######## design 1 ########
design_1/layer_met4.png
Scale: 3 px per um.
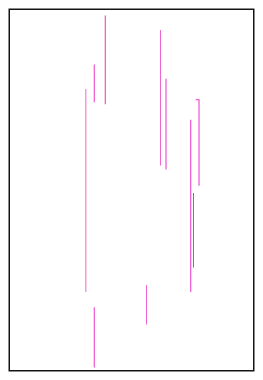

--- src/rtl/store_rmw_if.sv ---
// Store request / data-RAM bundle between the datapath store port, store_rmw_unit and the RAM.
// The unit connects through the slave modport; the requester/RAM side uses master.
interface store_rmw_if #(
  parameter int ADDR_W = 10
);
  logic              req_valid;
  logic              req_ready;
  logic [31:0]       req_addr;
  logic [31:0]       req_data;
  logic [1:0]        req_size;
  logic              done;
  logic              err;
  logic [ADDR_W-1:0] mem_addr;
  logic              mem_re;
  logic [31:0]       mem_rdata;
  logic              mem_we;
  logic [31:0]       mem_wdata;

  modport slave (
    input  req_valid, req_addr, req_data, req_size, mem_rdata,
    output req_ready, done, err, mem_addr, mem_re, mem_we, mem_wdata
  );

  modport master (
    output req_valid, req_addr, req_data, req_size, mem_rdata,
    input  req_ready, done, err, mem_addr, mem_re, mem_we, mem_wdata
  );
endinterface

--- src/rtl/store_rmw_unit.sv ---
// Narrows a register value to byte/halfword/word and stores it into word-organised RAM,
// using read-modify-write for subword stores. Big-endian byte lanes.
//
// state   | meaning
// IDLE    | ready for a request; latches it and checks alignment on handshake
// READ    | mem_re high for one cycle at the latched word address
// MERGE   | mem_rdata valid; replace one lane into the write-data register
// WRITE   | mem_we high for one cycle, address and data held stable
// RESP    | done pulse (with err for rejected requests)
module store_rmw_unit #(
  parameter int ADDR_W = 10
) (
  input  logic       clk,
  input  logic       rst_n,
  store_rmw_if.slave bus
);

  localparam logic [2:0] S_IDLE  = 3'd0;
  localparam logic [2:0] S_READ  = 3'd1;
  localparam logic [2:0] S_MERGE = 3'd2;
  localparam logic [2:0] S_WRITE = 3'd3;
  localparam logic [2:0] S_RESP  = 3'd4;

  logic [2:0]        r_state;
  logic [ADDR_W-1:0] r_addr;
  logic [1:0]        r_off;
  logic              r_half;
  logic [15:0]       r_data;
  logic [31:0]       r_wdata;
  logic              r_err;

  logic              w_misalign;
  logic [31:0]       w_merged;
  logic              w_unused_addr;

  assign w_unused_addr = ^bus.req_addr[31:ADDR_W+2];

  always_comb begin
    w_misalign = 1'b0;
    case (bus.req_size)
      2'b01:   w_misalign = bus.req_addr[0];
      2'b10:   w_misalign = (bus.req_addr[1:0] != 2'b00);
      2'b11:   w_misalign = 1'b1;
      default: w_misalign = 1'b0;
    endcase
  end

  // Offset 0 is the most significant lane (big-endian).
  always_comb begin
    w_merged = bus.mem_rdata;
    if (r_half) begin
      if (r_off[1]) w_merged[15:0]  = r_data;
      else          w_merged[31:16] = r_data;
    end else begin
      case (r_off)
        2'd0:    w_merged[31:24] = r_data[7:0];
        2'd1:    w_merged[23:16] = r_data[7:0];
        2'd2:    w_merged[15:8]  = r_data[7:0];
        default: w_merged[7:0]   = r_data[7:0];
      endcase
    end
  end

  always_ff @(posedge clk or negedge rst_n) begin
    if (!rst_n) begin
      r_state <= S_IDLE;
      r_addr  <= '0;
      r_off   <= '0;
      r_half  <= 1'b0;
      r_data  <= '0;
      r_wdata <= '0;
      r_err   <= 1'b0;
    end else begin
      case (r_state)
        S_IDLE: begin
          if (bus.req_valid) begin
            r_addr  <= bus.req_addr[ADDR_W+1:2];
            r_off   <= bus.req_addr[1:0];
            r_half  <= bus.req_size[0];
            r_data  <= bus.req_data[15:0];
            r_wdata <= bus.req_data;
            r_err   <= w_misalign;
            if (w_misalign)                r_state <= S_RESP;
            else if (bus.req_size == 2'b10) r_state <= S_WRITE;
            else                            r_state <= S_READ;
          end
        end
        S_READ:  r_state <= S_MERGE;
        S_MERGE: begin
          r_wdata <= w_merged;
          r_state <= S_WRITE;
        end
        S_WRITE: r_state <= S_RESP;
        default: r_state <= S_IDLE;
      endcase
    end
  end

  // Strobes decode from state so an async reset drops them immediately.
  assign bus.req_ready = rst_n && (r_state == S_IDLE);
  assign bus.mem_re    = (r_state == S_READ);
  assign bus.mem_we    = (r_state == S_WRITE);
  assign bus.done      = (r_state == S_RESP);
  assign bus.err       = (r_state == S_RESP) && r_err;
  assign bus.mem_addr  = r_addr;
  assign bus.mem_wdata = r_wdata;

endmodule
--- src/flat_wrapper.sv ---
// flat-port wrapper written by rule: the top's interface ports become plain ports
module store_rmw_unit_flat 
#(
  parameter int ADDR_W = 10
)
  (clk, rst_n, bus_req_valid, bus_req_addr, bus_req_data, bus_req_size, bus_mem_rdata, bus_req_ready, bus_done, bus_err, bus_mem_addr, bus_mem_re, bus_mem_we, bus_mem_wdata);
  store_rmw_if #(.ADDR_W(ADDR_W)) bus_i ();
  input  logic clk;
  input  logic rst_n;
  input wire logic [$bits(bus_i.req_valid)-1:0] bus_req_valid;
  input wire logic [$bits(bus_i.req_addr)-1:0] bus_req_addr;
  input wire logic [$bits(bus_i.req_data)-1:0] bus_req_data;
  input wire logic [$bits(bus_i.req_size)-1:0] bus_req_size;
  input wire logic [$bits(bus_i.mem_rdata)-1:0] bus_mem_rdata;
  output wire logic [$bits(bus_i.req_ready)-1:0] bus_req_ready;
  output wire logic [$bits(bus_i.done)-1:0] bus_done;
  output wire logic [$bits(bus_i.err)-1:0] bus_err;
  output wire logic [$bits(bus_i.mem_addr)-1:0] bus_mem_addr;
  output wire logic [$bits(bus_i.mem_re)-1:0] bus_mem_re;
  output wire logic [$bits(bus_i.mem_we)-1:0] bus_mem_we;
  output wire logic [$bits(bus_i.mem_wdata)-1:0] bus_mem_wdata;
  assign bus_i.req_valid = bus_req_valid;
  assign bus_i.req_addr = bus_req_addr;
  assign bus_i.req_data = bus_req_data;
  assign bus_i.req_size = bus_req_size;
  assign bus_i.mem_rdata = bus_mem_rdata;
  assign bus_req_ready = bus_i.req_ready;
  assign bus_done = bus_i.done;
  assign bus_err = bus_i.err;
  assign bus_mem_addr = bus_i.mem_addr;
  assign bus_mem_re = bus_i.mem_re;
  assign bus_mem_we = bus_i.mem_we;
  assign bus_mem_wdata = bus_i.mem_wdata;
  store_rmw_unit #(.ADDR_W(ADDR_W)) u_core (.clk(clk), .rst_n(rst_n), .bus(bus_i));
endmodule
--- config.mk ---
export PLATFORM = sky130hd
export DESIGN_NAME = store_rmw_unit_flat
export DESIGN_NICKNAME = d
export VERILOG_FILES = /design/src/rtl/store_rmw_if.sv /design/src/rtl/store_rmw_unit.sv /design/src/flat_wrapper.sv
export SDC_FILE = /design/constraint.sdc
export NUM_CORES = 1
export LEC_CHECK = 0
export CAP_MARGIN = 40
export CORE_AREA = 3 3 78 117
export CTS_BUF_LIST = sky130_fd_sc_hd__clkbuf_2 sky130_fd_sc_hd__clkbuf_4 sky130_fd_sc_hd__clkbuf_8
export DETAILED_ROUTE_END_ITERATION = 16
export DIE_AREA = 0 0 81 120
export PLACE_DENSITY_LB_ADDON = 0.25
export SETUP_SLACK_MARGIN = 0.2
export SYNTH_ARGS = -nofsm -noshare
export SYNTH_HDL_FRONTEND = slang
export SYNTH_SLANG_ARGS = --single-unit
--- constraint.sdc ---
create_clock -name clk -period 2.1 [get_ports clk]
set_input_delay 0.315 -clock clk [delete_from_list [all_inputs] [get_ports clk]]
set_output_delay 0.315 -clock clk [all_outputs]
set_load 0.005 [all_outputs]
######## design 2 ########
==> src/rtl/led_strip_tx.sv <==
// Serialises a 24-bit colour word onto a single-wire WS2812-style LED data line.
// Each bit is a high pulse, long for '1' and short for '0'. A low latch gap ends the frame.
module led_strip_tx #(
    parameter int BIT_CYCLES   = 6,
    parameter int T0H_CYCLES   = 2,
    parameter int T1H_CYCLES   = 4,
    parameter int LATCH_CYCLES = 20
) (
    input  logic        clk,
    input  logic        rst,
    input  logic [23:0] colour,
    input  logic        send,
    output logic        busy,
    output logic        done,
    output logic        led_out,
    output logic [1:0]  state_dbg
);

    localparam int MAX_CYCLES = (BIT_CYCLES > LATCH_CYCLES) ? BIT_CYCLES : LATCH_CYCLES;
    localparam int CW         = $clog2(MAX_CYCLES + 1);

    localparam logic [CW-1:0] BIT_LAST   = CW'(BIT_CYCLES - 1);
    localparam logic [CW-1:0] LATCH_LAST = CW'(LATCH_CYCLES - 1);
    localparam logic [CW-1:0] T0H        = CW'(T0H_CYCLES);
    localparam logic [CW-1:0] T1H        = CW'(T1H_CYCLES);
    localparam logic [CW-1:0] CYC_ONE    = CW'(1);
    localparam logic [4:0]    BITS_LAST  = 5'd23;

    typedef enum logic [1:0] {
        S_IDLE  = 2'd0,
        S_BIT   = 2'd1,
        S_LATCH = 2'd2
    } state_t;

    state_t        state, state_n;
    logic [CW-1:0] cyc, cyc_n;
    logic [4:0]    bit_cnt, bit_cnt_n;
    logic [23:0]   shift, shift_n;
    logic [CW-1:0] high_len_n;
    logic          led_n;
    logic          done_n;

    assign state_dbg = state;

    always_ff @(posedge clk) begin
        if (rst) begin
            state   <= S_IDLE;
            cyc     <= '0;
            bit_cnt <= '0;
            shift   <= '0;
            busy    <= 1'b0;
            done    <= 1'b0;
            led_out <= 1'b0;
        end else begin
            state   <= state_n;
            cyc     <= cyc_n;
            bit_cnt <= bit_cnt_n;
            shift   <= shift_n;
            busy    <= (state_n != S_IDLE);
            done    <= done_n;
            led_out <= led_n;
        end
    end

    // Outputs are computed from the next-cycle counters so every output is a plain flop.
    always_comb begin
        state_n    = state;
        cyc_n      = cyc;
        bit_cnt_n  = bit_cnt;
        shift_n    = shift;
        high_len_n = T0H;
        led_n      = 1'b0;
        done_n     = 1'b0;
        case (state)
            S_IDLE: begin
                if (send) begin
                    state_n   = S_BIT;
                    shift_n   = colour;
                    cyc_n     = '0;
                    bit_cnt_n = '0;
                end
            end
            S_BIT: begin
                if (cyc == BIT_LAST) begin
                    cyc_n   = '0;
                    shift_n = {shift[22:0], 1'b0};
                    if (bit_cnt == BITS_LAST) begin
                        state_n   = S_LATCH;
                        bit_cnt_n = '0;
                    end else begin
                        bit_cnt_n = bit_cnt + 5'd1;
                    end
                end else begin
                    cyc_n = cyc + CYC_ONE;
                end
            end
            S_LATCH: begin
                if (cyc == LATCH_LAST) begin
                    state_n = S_IDLE;
                    cyc_n   = '0;
                end else begin
                    cyc_n = cyc + CYC_ONE;
                end
            end
            default: begin
                state_n = S_IDLE;
            end
        endcase
        high_len_n = shift_n[23] ? T1H : T0H;
        led_n      = (state_n == S_BIT) && (cyc_n < high_len_n);
        done_n     = (state == S_LATCH) && (state_n == S_IDLE);
    end

endmodule
==> config.mk <==
export PLATFORM = sky130hd
export DESIGN_NAME = led_strip_tx
export DESIGN_NICKNAME = d
export VERILOG_FILES = /design/src/rtl/led_strip_tx.sv
export SDC_FILE = /design/constraint.sdc
export NUM_CORES = 1
export LEC_CHECK = 0
export ABC_AREA = 1
export CORE_MARGIN = 4
export CORE_UTILIZATION = 55
export CTS_BUF_LIST = sky130_fd_sc_hd__clkbuf_8
export DETAILED_ROUTE_END_ITERATION = 8
export DONT_BUFFER_PORTS = 1
export PLACE_DENSITY = 0.78
export SYNTH_ARGS = -nofsm -noshare
export SYNTH_HDL_FRONTEND = slang
export SYNTH_SLANG_ARGS = --single-unit
==> constraint.sdc <==
create_clock -name clk -period 1.9 [get_ports clk]
set_input_delay 0.38 -clock clk [delete_from_list [all_inputs] [get_ports clk]]
set_output_delay 0.38 -clock clk [all_outputs]
set_load 0.005 [all_outputs]
design_2/clk_routes.png
Scale: 8 px per um.
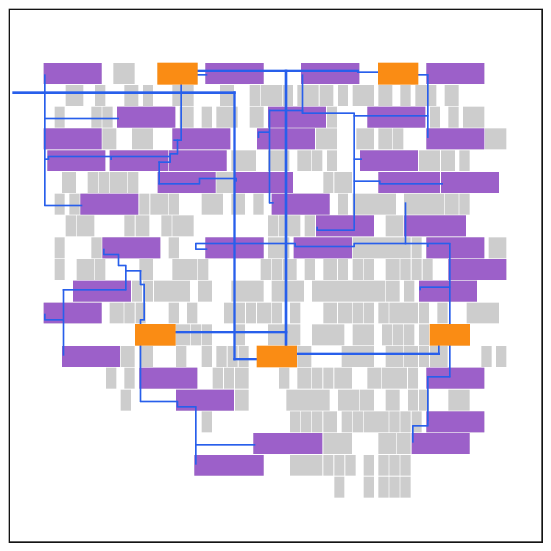
[blue] clock wires | length: 473 um
[orange] clock drivers | count: 5
[purple] flip-flops | count: 39
routed clock nets: 6

==> impl_metrics.tcl, design 2 <==
# place-and-route summary
set metrics [dict create \
    status "finished, final reports clean" \
    intPower_w 0.00122 \
    grt_use_met2_pct 28.5 \
    place_area_um2 1850 \
    core-area_um2 3150 \
    tritoncts "done" \
    topRoutingLayerUsed "met4" \
    drive_gt1_share_pct 16.9 \
    wl_per_cell_um 12.8 \
    cts_resized 1 \
    synth-edff-count 0 \
    whs_path_depth 1 \
    comb_cell_power_w 0.000182 \
    yosys.cell_count.top_type "nand2_1" \
    setup_viol 0 \
    areaGrowthSynthToFinish_pct 6.60 \
    end_kind "flip-flop" \
    seq_cells 39 \
    lay_top_count "nand2_1" \
    crit_path_max_incr_delay_ns 0.36 \
    largest_register_ffs 24 \
    tap_cells 44 \
    clk-power_w 0.000553 \
    nNonClkInverters 25 \
    clock.fmax_ghz 0.545 \
    clkPwrFrac_pct 33.9 \
    grt_pass1_vias 1487 \
    dieArea_um2 4410 \
    nNetsFinal 279 \
    drt.antenna.violating_nets 0 \
    cp-startpoint "cyc[1]" \
    wirelength_met1_um 1730 \
    irDropWorstVdd_mv 0.493 \
    comb_area_share_pct 46.8 \
]
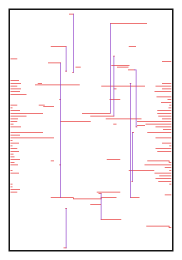
design_1/wires.png
Scale: 2 px per um. Two of the layers only.
[red] metal 3 | wire length: 646 um
[purple] metal 4 | wire length: 327 um

## Picture notes: design_1/layer_met4.png
wire length on this layer: 327 um
nets with wire on the layer: 9
main direction: vertical

==> impl_metrics.tcl, design 1 <==
# place-and-route summary
set metrics [dict create \
    status "finished, final reports clean" \
    grt_pass1_wl_um 17500 \
    post-dp-hpwl_um 7300 \
    comb_area_share_pct 34.1 \
    power-top-group "combinational logic" \
    track_usage_pct 23.1 \
    ys_area_um2 3640 \
    finish.utilization_pct 63.9 \
    arrival_ns 1.56 \
    clk-power_w 0.00142 \
    synth_area_um2 3640 \
    async_flop_share_pct 100 \
    synth-edff-count 0 \
    die_w_um 81 \
    r2r_slack_ns 0.26 \
    place_congestion 0.845 \
    synthDistinctLibCells 38 \
    syn_inst 395 \
]


==> gallery <==
Gate-type map.
picture 1
Scale: 6 px per um.
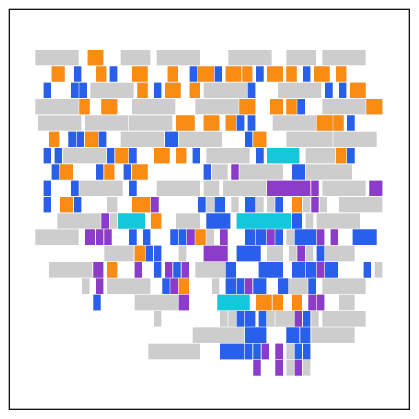
picture 2
Scale: 3 px per um.
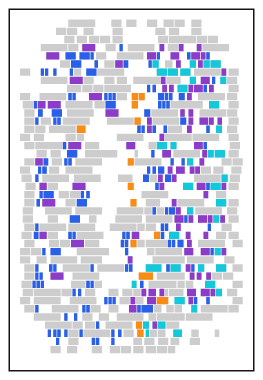
Of these, largest die: picture 2
- picture 2 = design 1
- picture 1 = design 2

Key to picture 2:
[blue] nand cells | cells: 137 | most used: nand2_1
[purple] aoi and oai cells | cells: 90 | most used: a21oi_1
[cyan] nor cells | cells: 38
[orange] and/or cells | cells: 14 | most used: or3_1

Power is estimated from default activity; no workload was simulated.
